# ---- design 1 ----
Figure 1. Metal layers overlaid (design 1).
Two of the layers only.
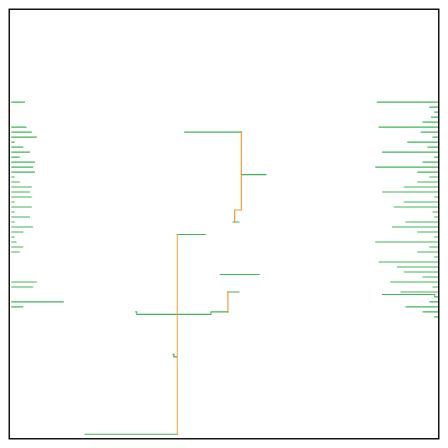

**src/rtl/shift_sequencer.sv**
```systemverilog
// Multi-cycle shift/rotate sequencer: splits a 0..WIDTH-1 amount into passes of at most 15
// through an external 4-bit-amount barrel shifter, registering each intermediate result.
module shift_sequencer #(
  parameter int unsigned WIDTH = 32,
  parameter int unsigned AW    = 5
) (
  input  logic             i_clk,
  input  logic             i_rst_n,
  input  logic             i_valid,
  output logic             o_ready,
  input  logic [1:0]       i_op,
  input  logic [AW-1:0]    i_amt,
  input  logic [WIDTH-1:0] i_data,
  input  logic             i_abort,
  output logic [WIDTH-1:0] o_bar_data,
  output logic [3:0]       o_bar_fs,
  output logic [3:0]       o_bar_amt,
  input  logic [WIDTH-1:0] i_bar_result,
  output logic             o_valid,
  input  logic             i_ready,
  output logic [WIDTH-1:0] o_data,
  output logic             o_busy
);

  localparam int unsigned  STEP_W   = 4;
  localparam logic [AW-1:0] MAX_STEP = AW'(15);

  typedef enum logic [1:0] {
    S_IDLE = 2'd0,
    S_RUN  = 2'd1,
    S_DONE = 2'd2
  } state_t;

  state_t             r_state;
  logic [WIDTH-1:0]   r_work;
  logic [AW-1:0]      r_rem;
  logic [1:0]         r_op;
  logic               r_ready;
  logic               r_valid;
  logic               r_busy;
  logic [STEP_W-1:0]  r_bar_fs;
  logic [STEP_W-1:0]  r_bar_amt;
  logic [AW-1:0]      w_rem_next;

  function automatic logic [STEP_W-1:0] step_of(input logic [AW-1:0] amt);
    return (amt > MAX_STEP) ? STEP_W'(MAX_STEP) : amt[STEP_W-1:0];
  endfunction

  function automatic logic [STEP_W-1:0] fs_of(input logic [1:0] op);
    logic [STEP_W-1:0] fs;
    case (op)
      2'b00:   fs = 4'b1100;
      2'b01:   fs = 4'b1110;
      2'b10:   fs = 4'b1101;
      default: fs = 4'b1111;
    endcase
    return fs;
  endfunction

  // r_bar_amt always holds the step applied in the current RUN cycle
  assign w_rem_next = r_rem - AW'(r_bar_amt);

  always_ff @(posedge i_clk or negedge i_rst_n) begin
    if (!i_rst_n) begin
      r_state   <= S_IDLE;
      r_work    <= '0;
      r_rem     <= '0;
      r_op      <= '0;
      r_ready   <= 1'b1;
      r_valid   <= 1'b0;
      r_busy    <= 1'b0;
      r_bar_fs  <= '0;
      r_bar_amt <= '0;
    end else if (i_abort) begin
      r_state   <= S_IDLE;
      r_ready   <= 1'b1;
      r_valid   <= 1'b0;
      r_busy    <= 1'b0;
      r_bar_fs  <= '0;
      r_bar_amt <= '0;
    end else begin
      case (r_state)
        S_IDLE: begin
          if (i_valid) begin
            r_work  <= i_data;
            r_op    <= i_op;
            r_rem   <= i_amt;
            r_ready <= 1'b0;
            r_busy  <= 1'b1;
            if (i_amt != '0) begin
              r_state   <= S_RUN;
              r_bar_fs  <= fs_of(i_op);
              r_bar_amt <= step_of(i_amt);
            end else begin
              r_state <= S_DONE;
              r_valid <= 1'b1;
            end
          end
        end
        S_RUN: begin
          r_work <= i_bar_result;
          r_rem  <= w_rem_next;
          if (w_rem_next == '0) begin
            r_state   <= S_DONE;
            r_valid   <= 1'b1;
            r_bar_fs  <= '0;
            r_bar_amt <= '0;
          end else begin
            r_bar_fs  <= fs_of(r_op);
            r_bar_amt <= step_of(w_rem_next);
          end
        end
        S_DONE: begin
          // one idle cycle after handshake before the next accept
          if (i_ready) begin
            r_state <= S_IDLE;
            r_valid <= 1'b0;
            r_ready <= 1'b1;
            r_busy  <= 1'b0;
          end
        end
        default: begin
          r_state   <= S_IDLE;
          r_ready   <= 1'b1;
          r_valid   <= 1'b0;
          r_busy    <= 1'b0;
          r_bar_fs  <= '0;
          r_bar_amt <= '0;
        end
      endcase
    end
  end

  assign o_ready    = r_ready;
  assign o_valid    = r_valid;
  assign o_busy     = r_busy;
  assign o_data     = r_work;
  assign o_bar_data = r_work;
  assign o_bar_fs   = r_bar_fs;
  assign o_bar_amt  = r_bar_amt;

endmodule
```
**config.mk**
```make
export PLATFORM = sky130hd
export DESIGN_NAME = shift_sequencer
export DESIGN_NICKNAME = d
export VERILOG_FILES = /design/src/rtl/shift_sequencer.sv
export SDC_FILE = /design/constraint.sdc
export NUM_CORES = 1
export LEC_CHECK = 0
export CORE_MARGIN = 2
export CORE_UTILIZATION = 23
export CTS_BUF_LIST = sky130_fd_sc_hd__clkbuf_8
export CTS_CLUSTER_SIZE = 28
export DETAILED_ROUTE_END_ITERATION = 16
export GPL_TIMING_DRIVEN = 0
export PLACE_DENSITY_LB_ADDON = 0.25
export SLEW_MARGIN = 5
export SYNTH_ARGS = -nofsm -noshare
export SYNTH_HDL_FRONTEND = slang
export SYNTH_SLANG_ARGS = --single-unit
```
**constraint.sdc**
```tcl
create_clock -name i_clk -period 3.1 [get_ports i_clk]
set_input_delay 0.31 -clock i_clk [delete_from_list [all_inputs] [get_ports i_clk]]
set_output_delay 0.31 -clock i_clk [all_outputs]
set_load 0.005 [all_outputs]
```
# ---- design 2 ----
File: config.mk
export PLATFORM = sky130hd
export DESIGN_NAME = button_debouncer
export DESIGN_NICKNAME = d
export VERILOG_FILES = /design/src/rtl/button_debouncer.sv
export SDC_FILE = /design/constraint.sdc
export NUM_CORES = 1
export LEC_CHECK = 0
export CAP_MARGIN = 40
export CELL_PAD_IN_SITES_DETAIL_PLACEMENT = 0
export CELL_PAD_IN_SITES_GLOBAL_PLACEMENT = 2
export CORE_MARGIN = 4
export CORE_UTILIZATION = 33
export DETAILED_ROUTE_END_ITERATION = 10
export PLACE_DENSITY_LB_ADDON = 0.1
export SYNTH_ARGS = -nofsm -noshare
export SYNTH_HDL_FRONTEND = slang
export SYNTH_SLANG_ARGS = --single-unit
File: constraint.sdc
create_clock -name clk -period 1.6 [get_ports clk]
set_clock_uncertainty 0.05 [all_clocks]
set_input_delay 0.16 -clock clk [delete_from_list [all_inputs] [get_ports clk]]
set_output_delay 0.16 -clock clk [all_outputs]
set_load 0.01 [all_outputs]
File: src/rtl/button_debouncer.sv
// Button debouncer: 2-flop synchronizer, stability-counted press/release
// acceptance, and a one-shot long-press pulse.
module button_debouncer #(
  parameter int STABLE_CYCLES = 16,
  parameter int LONG_CYCLES   = 64
) (
  input  logic clk,
  input  logic rst,
  input  logic btn_raw,
  output logic btn_clean,
  output logic btn_release,
  output logic btn_long,
  output logic btn_level
);

  localparam int SW = $clog2(STABLE_CYCLES + 1);
  localparam int LW = $clog2(LONG_CYCLES + 1);

  localparam logic [SW-1:0] STAB_LAST = SW'(STABLE_CYCLES - 1);
  localparam logic [LW-1:0] HOLD_LAST = LW'(LONG_CYCLES - 1);
  localparam logic [LW-1:0] HOLD_SAT  = LW'(LONG_CYCLES);

  typedef enum logic [1:0] {
    IDLE,
    PRESS_WAIT,
    PRESSED,
    RELEASE_WAIT
  } state_t;

  state_t        r_state;
  state_t        w_state_nxt;
  logic          r_sync1;
  logic          r_sync2;
  logic [SW-1:0] r_stab;
  logic [SW-1:0] w_stab_nxt;
  logic [LW-1:0] r_hold;
  logic [LW-1:0] w_hold_nxt;
  logic          r_clean;
  logic          r_release;
  logic          r_long;
  logic          r_level;
  logic          w_clean_nxt;
  logic          w_release_nxt;
  logic          w_long_nxt;
  logic          w_level_nxt;
  logic          w_s;

  assign w_s = r_sync2;

  always_ff @(posedge clk or posedge rst) begin
    if (rst) begin
      r_sync1 <= 1'b0;
      r_sync2 <= 1'b0;
    end else begin
      r_sync1 <= btn_raw;
      r_sync2 <= r_sync1;
    end
  end

  always_ff @(posedge clk or posedge rst) begin
    if (rst) begin
      r_state   <= IDLE;
      r_stab    <= '0;
      r_hold    <= '0;
      r_clean   <= 1'b0;
      r_release <= 1'b0;
      r_long    <= 1'b0;
      r_level   <= 1'b0;
    end else begin
      r_state   <= w_state_nxt;
      r_stab    <= w_stab_nxt;
      r_hold    <= w_hold_nxt;
      r_clean   <= w_clean_nxt;
      r_release <= w_release_nxt;
      r_long    <= w_long_nxt;
      r_level   <= w_level_nxt;
    end
  end

  always_comb begin
    w_state_nxt   = r_state;
    w_stab_nxt    = r_stab;
    w_hold_nxt    = r_hold;
    w_clean_nxt   = 1'b0;
    w_release_nxt = 1'b0;
    w_long_nxt    = 1'b0;
    w_level_nxt   = r_level;
    unique case (r_state)
      IDLE: begin
        if (w_s) begin
          w_state_nxt = PRESS_WAIT;
          w_stab_nxt  = SW'(1);
        end else begin
          w_stab_nxt  = '0;
        end
      end
      PRESS_WAIT: begin
        if (!w_s) begin
          w_state_nxt = IDLE;
          w_stab_nxt  = '0;
        end else if (r_stab == STAB_LAST) begin
          w_state_nxt = PRESSED;
          w_stab_nxt  = '0;
          w_hold_nxt  = '0;
          w_clean_nxt = 1'b1;
          w_level_nxt = 1'b1;
        end else begin
          w_stab_nxt  = r_stab + SW'(1);
        end
      end
      PRESSED: begin
        // A low sample freezes the hold count until the release settles
        if (!w_s) begin
          w_state_nxt = RELEASE_WAIT;
          w_stab_nxt  = SW'(1);
        end else if (r_hold != HOLD_SAT) begin
          w_hold_nxt  = r_hold + LW'(1);
          w_long_nxt  = (r_hold == HOLD_LAST);
        end
      end
      RELEASE_WAIT: begin
        if (w_s) begin
          w_state_nxt = PRESSED;
          w_stab_nxt  = '0;
        end else if (r_stab == STAB_LAST) begin
          w_state_nxt   = IDLE;
          w_stab_nxt    = '0;
          w_hold_nxt    = '0;
          w_release_nxt = 1'b1;
          w_level_nxt   = 1'b0;
        end else begin
          w_stab_nxt    = r_stab + SW'(1);
        end
      end
      default: begin
        w_state_nxt = IDLE;
        w_stab_nxt  = '0;
        w_hold_nxt  = '0;
        w_level_nxt = 1'b0;
      end
    endcase
  end

  assign btn_clean   = r_clean;
  assign btn_release = r_release;
  assign btn_long    = r_long;
  assign btn_level   = r_level;

endmodule
# ---- design 3 ----
--- config.mk ---
export PLATFORM = sky130hd
export DESIGN_NAME = eater_display_flat
export DESIGN_NICKNAME = d
export VERILOG_FILES = /design/src/rtl/eater_display_if.sv /design/src/rtl/eater_display.sv /design/src/flat_wrapper.sv
export SDC_FILE = /design/constraint.sdc
export NUM_CORES = 1
export LEC_CHECK = 0
export ABC_AREA = 1
export CORE_UTILIZATION = 30
export CTS_CLUSTER_SIZE = 40
export DETAILED_ROUTE_END_ITERATION = 12
export PLACE_DENSITY = 0.6
export SLEW_MARGIN = 30
export SYNTH_ARGS = -nofsm -noshare
export SYNTH_HDL_FRONTEND = slang
export SYNTH_SLANG_ARGS = --single-unit
--- constraint.sdc ---
create_clock -name clk -period 2.1 [get_ports clk]
set_clock_uncertainty 0.05 [all_clocks]
set_input_delay 0.42 -clock clk [delete_from_list [all_inputs] [get_ports clk]]
set_output_delay 0.42 -clock clk [all_outputs]
set_load 0.05 [all_outputs]
--- src/rtl/eater_display_if.sv ---
// Output-register bus between the cpu-side driver and the eater_display panel.
// The master drives the load strobe and data. The slave drives the display and status signals.
interface eater_display_if;
  logic       out_load;
  logic [7:0] out_data;
  logic       signed_mode;
  logic [6:0] seg;
  logic [3:0] dig_en;
  logic       busy;
  logic       done;

  modport master (
    output out_load, out_data, signed_mode,
    input  seg, dig_en, busy, done
  );

  modport slave (
    input  out_load, out_data, signed_mode,
    output seg, dig_en, busy, done
  );
endinterface

--- src/rtl/eater_display.sv ---
// Latches the cpu output register and converts it to BCD with a sequential double-dabble.
// Drives a multiplexed 4-digit common-cathode 7-segment panel showing sign, hundreds, tens and ones.
module eater_display #(
  parameter int SCAN_DIV = 4
) (
  input logic             clk,
  input logic             clr,
  eater_display_if.slave  bus
);

  localparam logic [1:0] S_IDLE   = 2'd0;
  localparam logic [1:0] S_CONV   = 2'd1;
  localparam logic [1:0] S_COMMIT = 2'd2;

  logic [1:0]  r_state;
  logic [2:0]  r_cnt;
  logic [19:0] r_shift;
  logic        r_neg;
  logic [11:0] r_shown;
  logic        r_shown_neg;
  logic        r_done;
  logic [15:0] r_presc;
  logic [1:0]  r_idx;
  logic [3:0]  r_dig;
  logic [6:0]  r_seg;

  logic [7:0]  w_mag;
  logic        w_commit;
  logic        w_wrap;
  logic [1:0]  w_idx_nxt;
  logic [11:0] w_shown_nxt;
  logic        w_neg_nxt;
  logic [6:0]  w_seg_nxt;

  function automatic logic [19:0] dabble(input logic [19:0] s);
    logic [19:0] t;
    t = s;
    for (int k = 0; k < 3; k++) begin
      if (t[8+4*k +: 4] >= 4'd5) t[8+4*k +: 4] = t[8+4*k +: 4] + 4'd3;
    end
    return {t[18:0], 1'b0};
  endfunction

  function automatic logic [6:0] seg7(input logic [3:0] d);
    case (d)
      4'd0:    seg7 = 7'b0111111;
      4'd1:    seg7 = 7'b0000110;
      4'd2:    seg7 = 7'b1011011;
      4'd3:    seg7 = 7'b1001111;
      4'd4:    seg7 = 7'b1100110;
      4'd5:    seg7 = 7'b1101101;
      4'd6:    seg7 = 7'b1111101;
      4'd7:    seg7 = 7'b0000111;
      4'd8:    seg7 = 7'b1111111;
      4'd9:    seg7 = 7'b1101111;
      default: seg7 = 7'b0000000;
    endcase
  endfunction

  // 8'h80 in signed mode negates back to 8'h80, which is exactly 128 unsigned.
  assign w_mag    = (bus.signed_mode & bus.out_data[7]) ? (~bus.out_data + 8'd1) : bus.out_data;
  assign w_commit = (r_state == S_COMMIT) && !bus.out_load;

  always_ff @(posedge clk or posedge clr) begin
    if (clr) begin
      r_state     <= S_IDLE;
      r_cnt       <= 3'd0;
      r_done      <= 1'b0;
      r_shown     <= 12'd0;
      r_shown_neg <= 1'b0;
    end else begin
      r_done <= 1'b0;
      if (bus.out_load) begin
        r_state <= S_CONV;
        r_cnt   <= 3'd0;
      end else begin
        case (r_state)
          S_CONV: begin
            r_cnt <= r_cnt + 3'd1;
            if (r_cnt == 3'd7) r_state <= S_COMMIT;
          end
          S_COMMIT: begin
            r_shown     <= r_shift[19:8];
            r_shown_neg <= r_neg;
            r_done      <= 1'b1;
            r_state     <= S_IDLE;
          end
          default: r_state <= S_IDLE;
        endcase
      end
    end
  end

  always_ff @(posedge clk) begin
    if (bus.out_load) begin
      r_shift <= {12'd0, w_mag};
      r_neg   <= bus.signed_mode & bus.out_data[7];
    end else if (r_state == S_CONV) begin
      r_shift <= dabble(r_shift);
    end
  end

  // Scan side: glyph is computed from next-cycle index and shown value so seg and dig_en never skew.
  assign w_wrap      = (r_presc == 16'(SCAN_DIV - 1));
  assign w_idx_nxt   = w_wrap ? r_idx + 2'd1 : r_idx;
  assign w_shown_nxt = w_commit ? r_shift[19:8] : r_shown;
  assign w_neg_nxt   = w_commit ? r_neg : r_shown_neg;

  always_comb begin
    w_seg_nxt = 7'b0000000;
    case (w_idx_nxt)
      2'd0: w_seg_nxt = seg7(w_shown_nxt[3:0]);
      2'd1: if (w_shown_nxt[11:4] != 8'd0) w_seg_nxt = seg7(w_shown_nxt[7:4]);
      2'd2: if (w_shown_nxt[11:8] != 4'd0) w_seg_nxt = seg7(w_shown_nxt[11:8]);
      default: w_seg_nxt = w_neg_nxt ? 7'b1000000 : 7'b0000000;
    endcase
  end

  always_ff @(posedge clk or posedge clr) begin
    if (clr) begin
      r_presc <= 16'd0;
      r_idx   <= 2'd0;
      r_dig   <= 4'b0001;
      r_seg   <= 7'b0111111;
    end else begin
      r_presc <= w_wrap ? 16'd0 : r_presc + 16'd1;
      r_idx   <= w_idx_nxt;
      r_dig   <= 4'b0001 << w_idx_nxt;
      r_seg   <= w_seg_nxt;
    end
  end

  assign bus.seg    = r_seg;
  assign bus.dig_en = r_dig;
  assign bus.busy   = (r_state != S_IDLE);
  assign bus.done   = r_done;

endmodule
--- src/flat_wrapper.sv ---
// flat-port wrapper written by rule: the top's interface ports become plain ports
module eater_display_flat 
#(
  parameter int SCAN_DIV = 4
)
  (clk, clr, bus_out_load, bus_out_data, bus_signed_mode, bus_seg, bus_dig_en, bus_busy, bus_done);
  eater_display_if bus_i ();
  input logic clk;
  input logic clr;
  input wire logic [$bits(bus_i.out_load)-1:0] bus_out_load;
  input wire logic [$bits(bus_i.out_data)-1:0] bus_out_data;
  input wire logic [$bits(bus_i.signed_mode)-1:0] bus_signed_mode;
  output wire logic [$bits(bus_i.seg)-1:0] bus_seg;
  output wire logic [$bits(bus_i.dig_en)-1:0] bus_dig_en;
  output wire logic [$bits(bus_i.busy)-1:0] bus_busy;
  output wire logic [$bits(bus_i.done)-1:0] bus_done;
  assign bus_i.out_load = bus_out_load;
  assign bus_i.out_data = bus_out_data;
  assign bus_i.signed_mode = bus_signed_mode;
  assign bus_seg = bus_i.seg;
  assign bus_dig_en = bus_i.dig_en;
  assign bus_busy = bus_i.busy;
  assign bus_done = bus_i.done;
  eater_display #(.SCAN_DIV(SCAN_DIV)) u_core (.clk(clk), .clr(clr), .bus(bus_i));
endmodule
Figure 2. Register map, names as in the netlist (design 1).
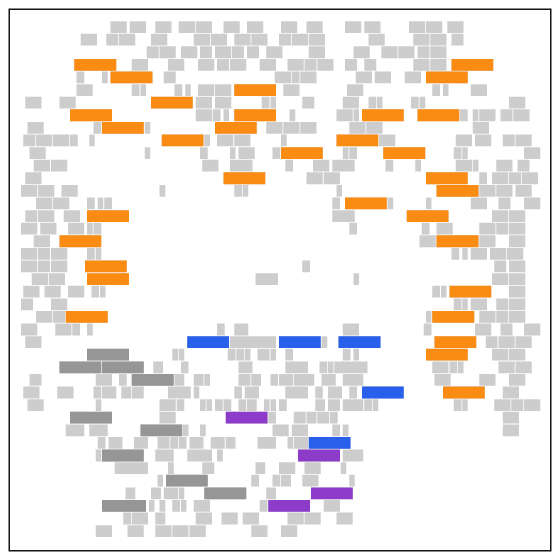
- purple: o_bar_amt (placed flops 4; where south)
- blue: r_rem (placed flops 5; where center)
- orange: o_bar_data (placed flops 32)

About Figure 1:
- orange: metal 4 (wire length 86.2 um)
- green: metal 3 (wire length 520 um)

==> flow_summary.yaml, design 1 <==
# yosys + openroad results
synth:
  avgSynthCellArea_sq_um: 9.68
  postSynthSeqShare: 0.438
  syn_area_sq_mm: 0.00291
  synth_top_cell_by_area: "dfrtp_1"
  synth_cells: 301
  area_leaders: "dfrtp_1 43%, mux2i_1 12%, o21ai_0 8.6%, buf_4 8.5%, nand2_1 4.9%"
  synth_top_flop_cell: "dfrtp_1"
global_route:
  use_met1: 0.161
  globalRouteTotalUtil: 0.130
pwr:
  power_leader: "combinational cells"
drt:
  route.met3.wl_um: 519
  first_pass_iters: 4
sta:
  fin_tns_setup_ns: 0
min_path:
  min-delay-start: "i_abort"
critical_path:
  rr_worst_depth: 8
  crit_slowest_cell: "or3b_2"
  cp-start-kind: "flop"
cts:
  postCtsSetupRepairBufs: 0
placement:
  dp_cells: 623
run_status:
  status: "finished, final reports clean"
design 1: cell type report:
type / instances / area, sq um
inverters: 7 / 26.3
flip-flops and latches: 51 / 1280
multi-input cells: 195 / 1300
plain buffers: 48 / 310
well taps: 172 / 215
fillers: 1291 / 7770
clock inverters: 1 / 3.75
repair buffers: 151 / 1520
clock buffers: 7 / 96.3
design 1: cells by family after synthesis:
logic type	after synthesis	share of synthesized area
AND-OR/OR-AND	78	0.168
AND/OR/NAND/NOR	74	0.122
buffers and inverters	55	0.116
flip-flops	51	0.438
multiplexers	37	0.128
adder cells (fa/ha/maj)	5	0.0240
XOR/XNOR	1	0.00301
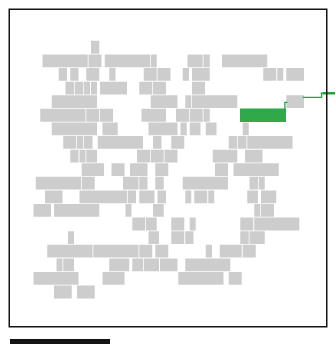
Figure 3: design 2, port wiring.
Scale bar: 20 um.
- green: btn_long (bits 1; direction output; end cells 1; buffers 1; wire 7.40 um)

==> flow_summary.yaml, design 2 <==
# yosys + openroad results
run_status:
  status: "complete, but fails checks"
  violations: "setup timing"
drt:
  met1_length_mm: 1.03
  route.met3.wl_um: 65
  vias_per_cell: 4.99
finish:
  drive_above_1_share: 0.270
  stdcell_area_sq_mm: 0.00131
critical_path:
  crit_chain: "inv_1 > ha_2 > nor2b_4 > a21bo_4 > or4b_1 > nand2_1"
  r2r_end: "r_hold[5]"
  crit_fanout: 5
global_route:
  grtUsageMet2: 0.184
cts:
  clk_latency_ns: 0.30
  clock_path_buffers: 2
floorplan:
  coreArea_sq_mm: 0.00283
sta:
  report.final.setup_viol: 1
  timing.final.ws_setup_ns: -0.00115
[design 2: placed cells by master, fill, tap and decap left out, types with 2 or more instances in the layout]
cell type and count:
nor3_1 2, dfrtp_1 19, o21ai_0 5, nor2_1 5, inv_1 6, clkdlybuf4s50_1 6
o211ai_1 4, xor2_1 2, nand2b_1 2, o21ai_1 2, buf_4 18, nand2_1 11
or4_1 2, o22ai_1 2, clkbuf_4 3, xnor2_1 2, nand3_1 6, a21oi_1 2
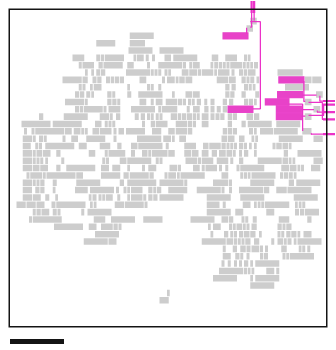
Figure 4: design 3, port wiring.
Scale bar: 20 um.
- magenta: bus_seg (bits 7; direction output; end cells 7; buffers 7; wire 118 um)

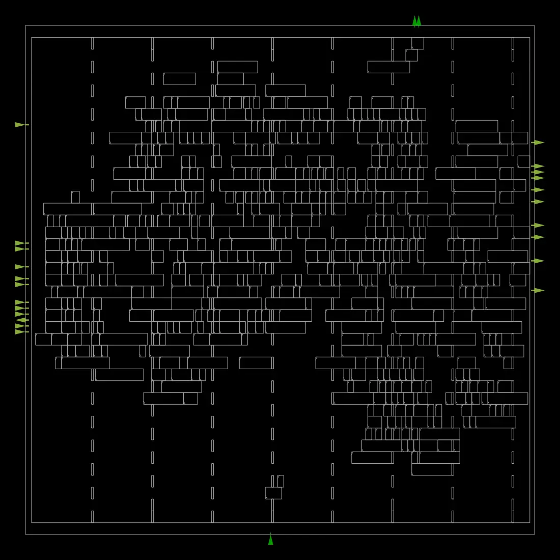
Figure 5: design 3, cell outlines without signal wires.
Filler Cell Count: 1,273
flop count: 69
# Taps: 172

==> flow_summary.yaml, design 3 <==
# yosys + openroad results
run_status:
  status: "finished, final reports clean"
critical_path:
  critPathTopFamily: "buffers and inverters"
  crit_path_start: "u_core.bus.done"
  worstSetupPathType: "reg -> out"
synth:
  simple_gate_share: 0.253
  top_cells_by_count: "91 x nand2_1, 76 x inv_1, 54 x nand3_1"
  edf_count: 9
  area_leaders: "dfrtp_1 26%, nand2_1 8.6%, ha_1 7.9%, inv_1 7.2%, edfxtp_1 6.8%"
  fp_nets: 517
  synth_cells: 480
  ys.flops: 69
  avgSynthCellArea_sq_um: 8.27
sta:
  worstMarginPinSlew_ns: 0.490
  finalHoldViolations: 0
placement:
  placed_cell_area_sq_mm: 0.00461
finish:
  lay_top_cells: "91 x nand2_1, 75 x inv_1, 54 x nand3_1, 41 x buf_4, 41 x dfrtp_1"
  area_growth_pct: 24.7
drt:
  met1_length_mm: 4.02
  vias_per_cell: 4.53
  routed-via-count: 3269
cts:
  clkTransAtPathRegs_ns: 0.06
  cts_repair_resize_count: 1
  ctsHoldBuffers: 0
  tritoncts: "done"
==> design 3: state kept, by name, summed over array words and instances, names as in the netlist <==
| signal | flops |
|---|---|
| u_core.bus.seg | 7 |
| u_core.r_shown_neg | 1 |
| u_core.r_neg | 1 |
| u_core.r_shift | 20 |
| u_core.r_idx | 2 |
| u_core.r_presc | 16 |
| u_core.bus.done | 1 |
| u_core.r_cnt | 3 |
| u_core.r_shown | 12 |
| u_core.bus.dig_en | 4 |
| u_core.r_state | 2 |

==> screenshots <==
Signal wires on met2.
Scale bar: 20 um.
(a)
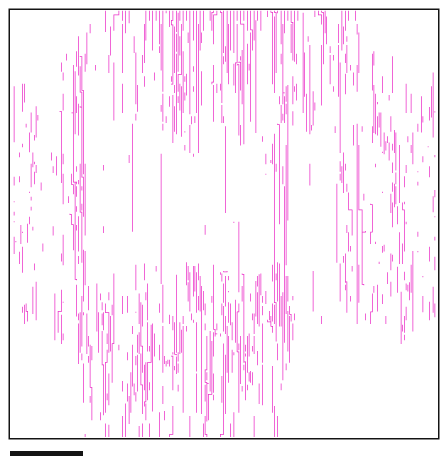
(b)
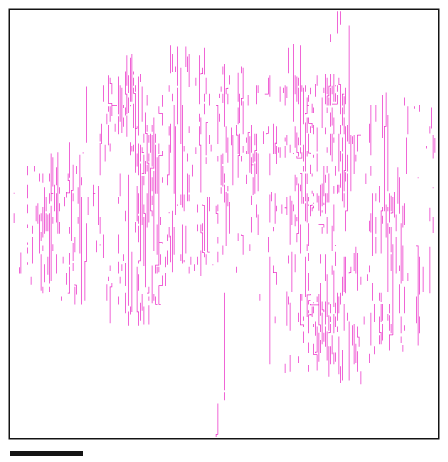
(c)
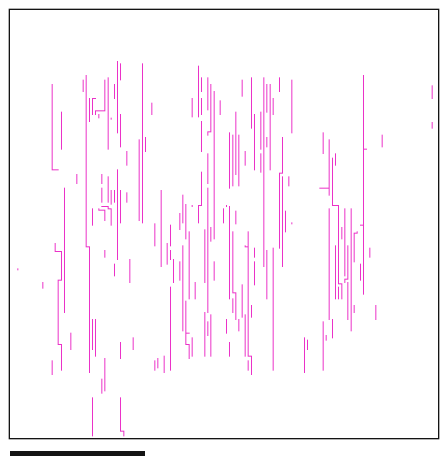
(a) -> design 1
(c) -> design 2
(b) -> design 3


No activity file was given, so power comes from the tool's default toggle rates.
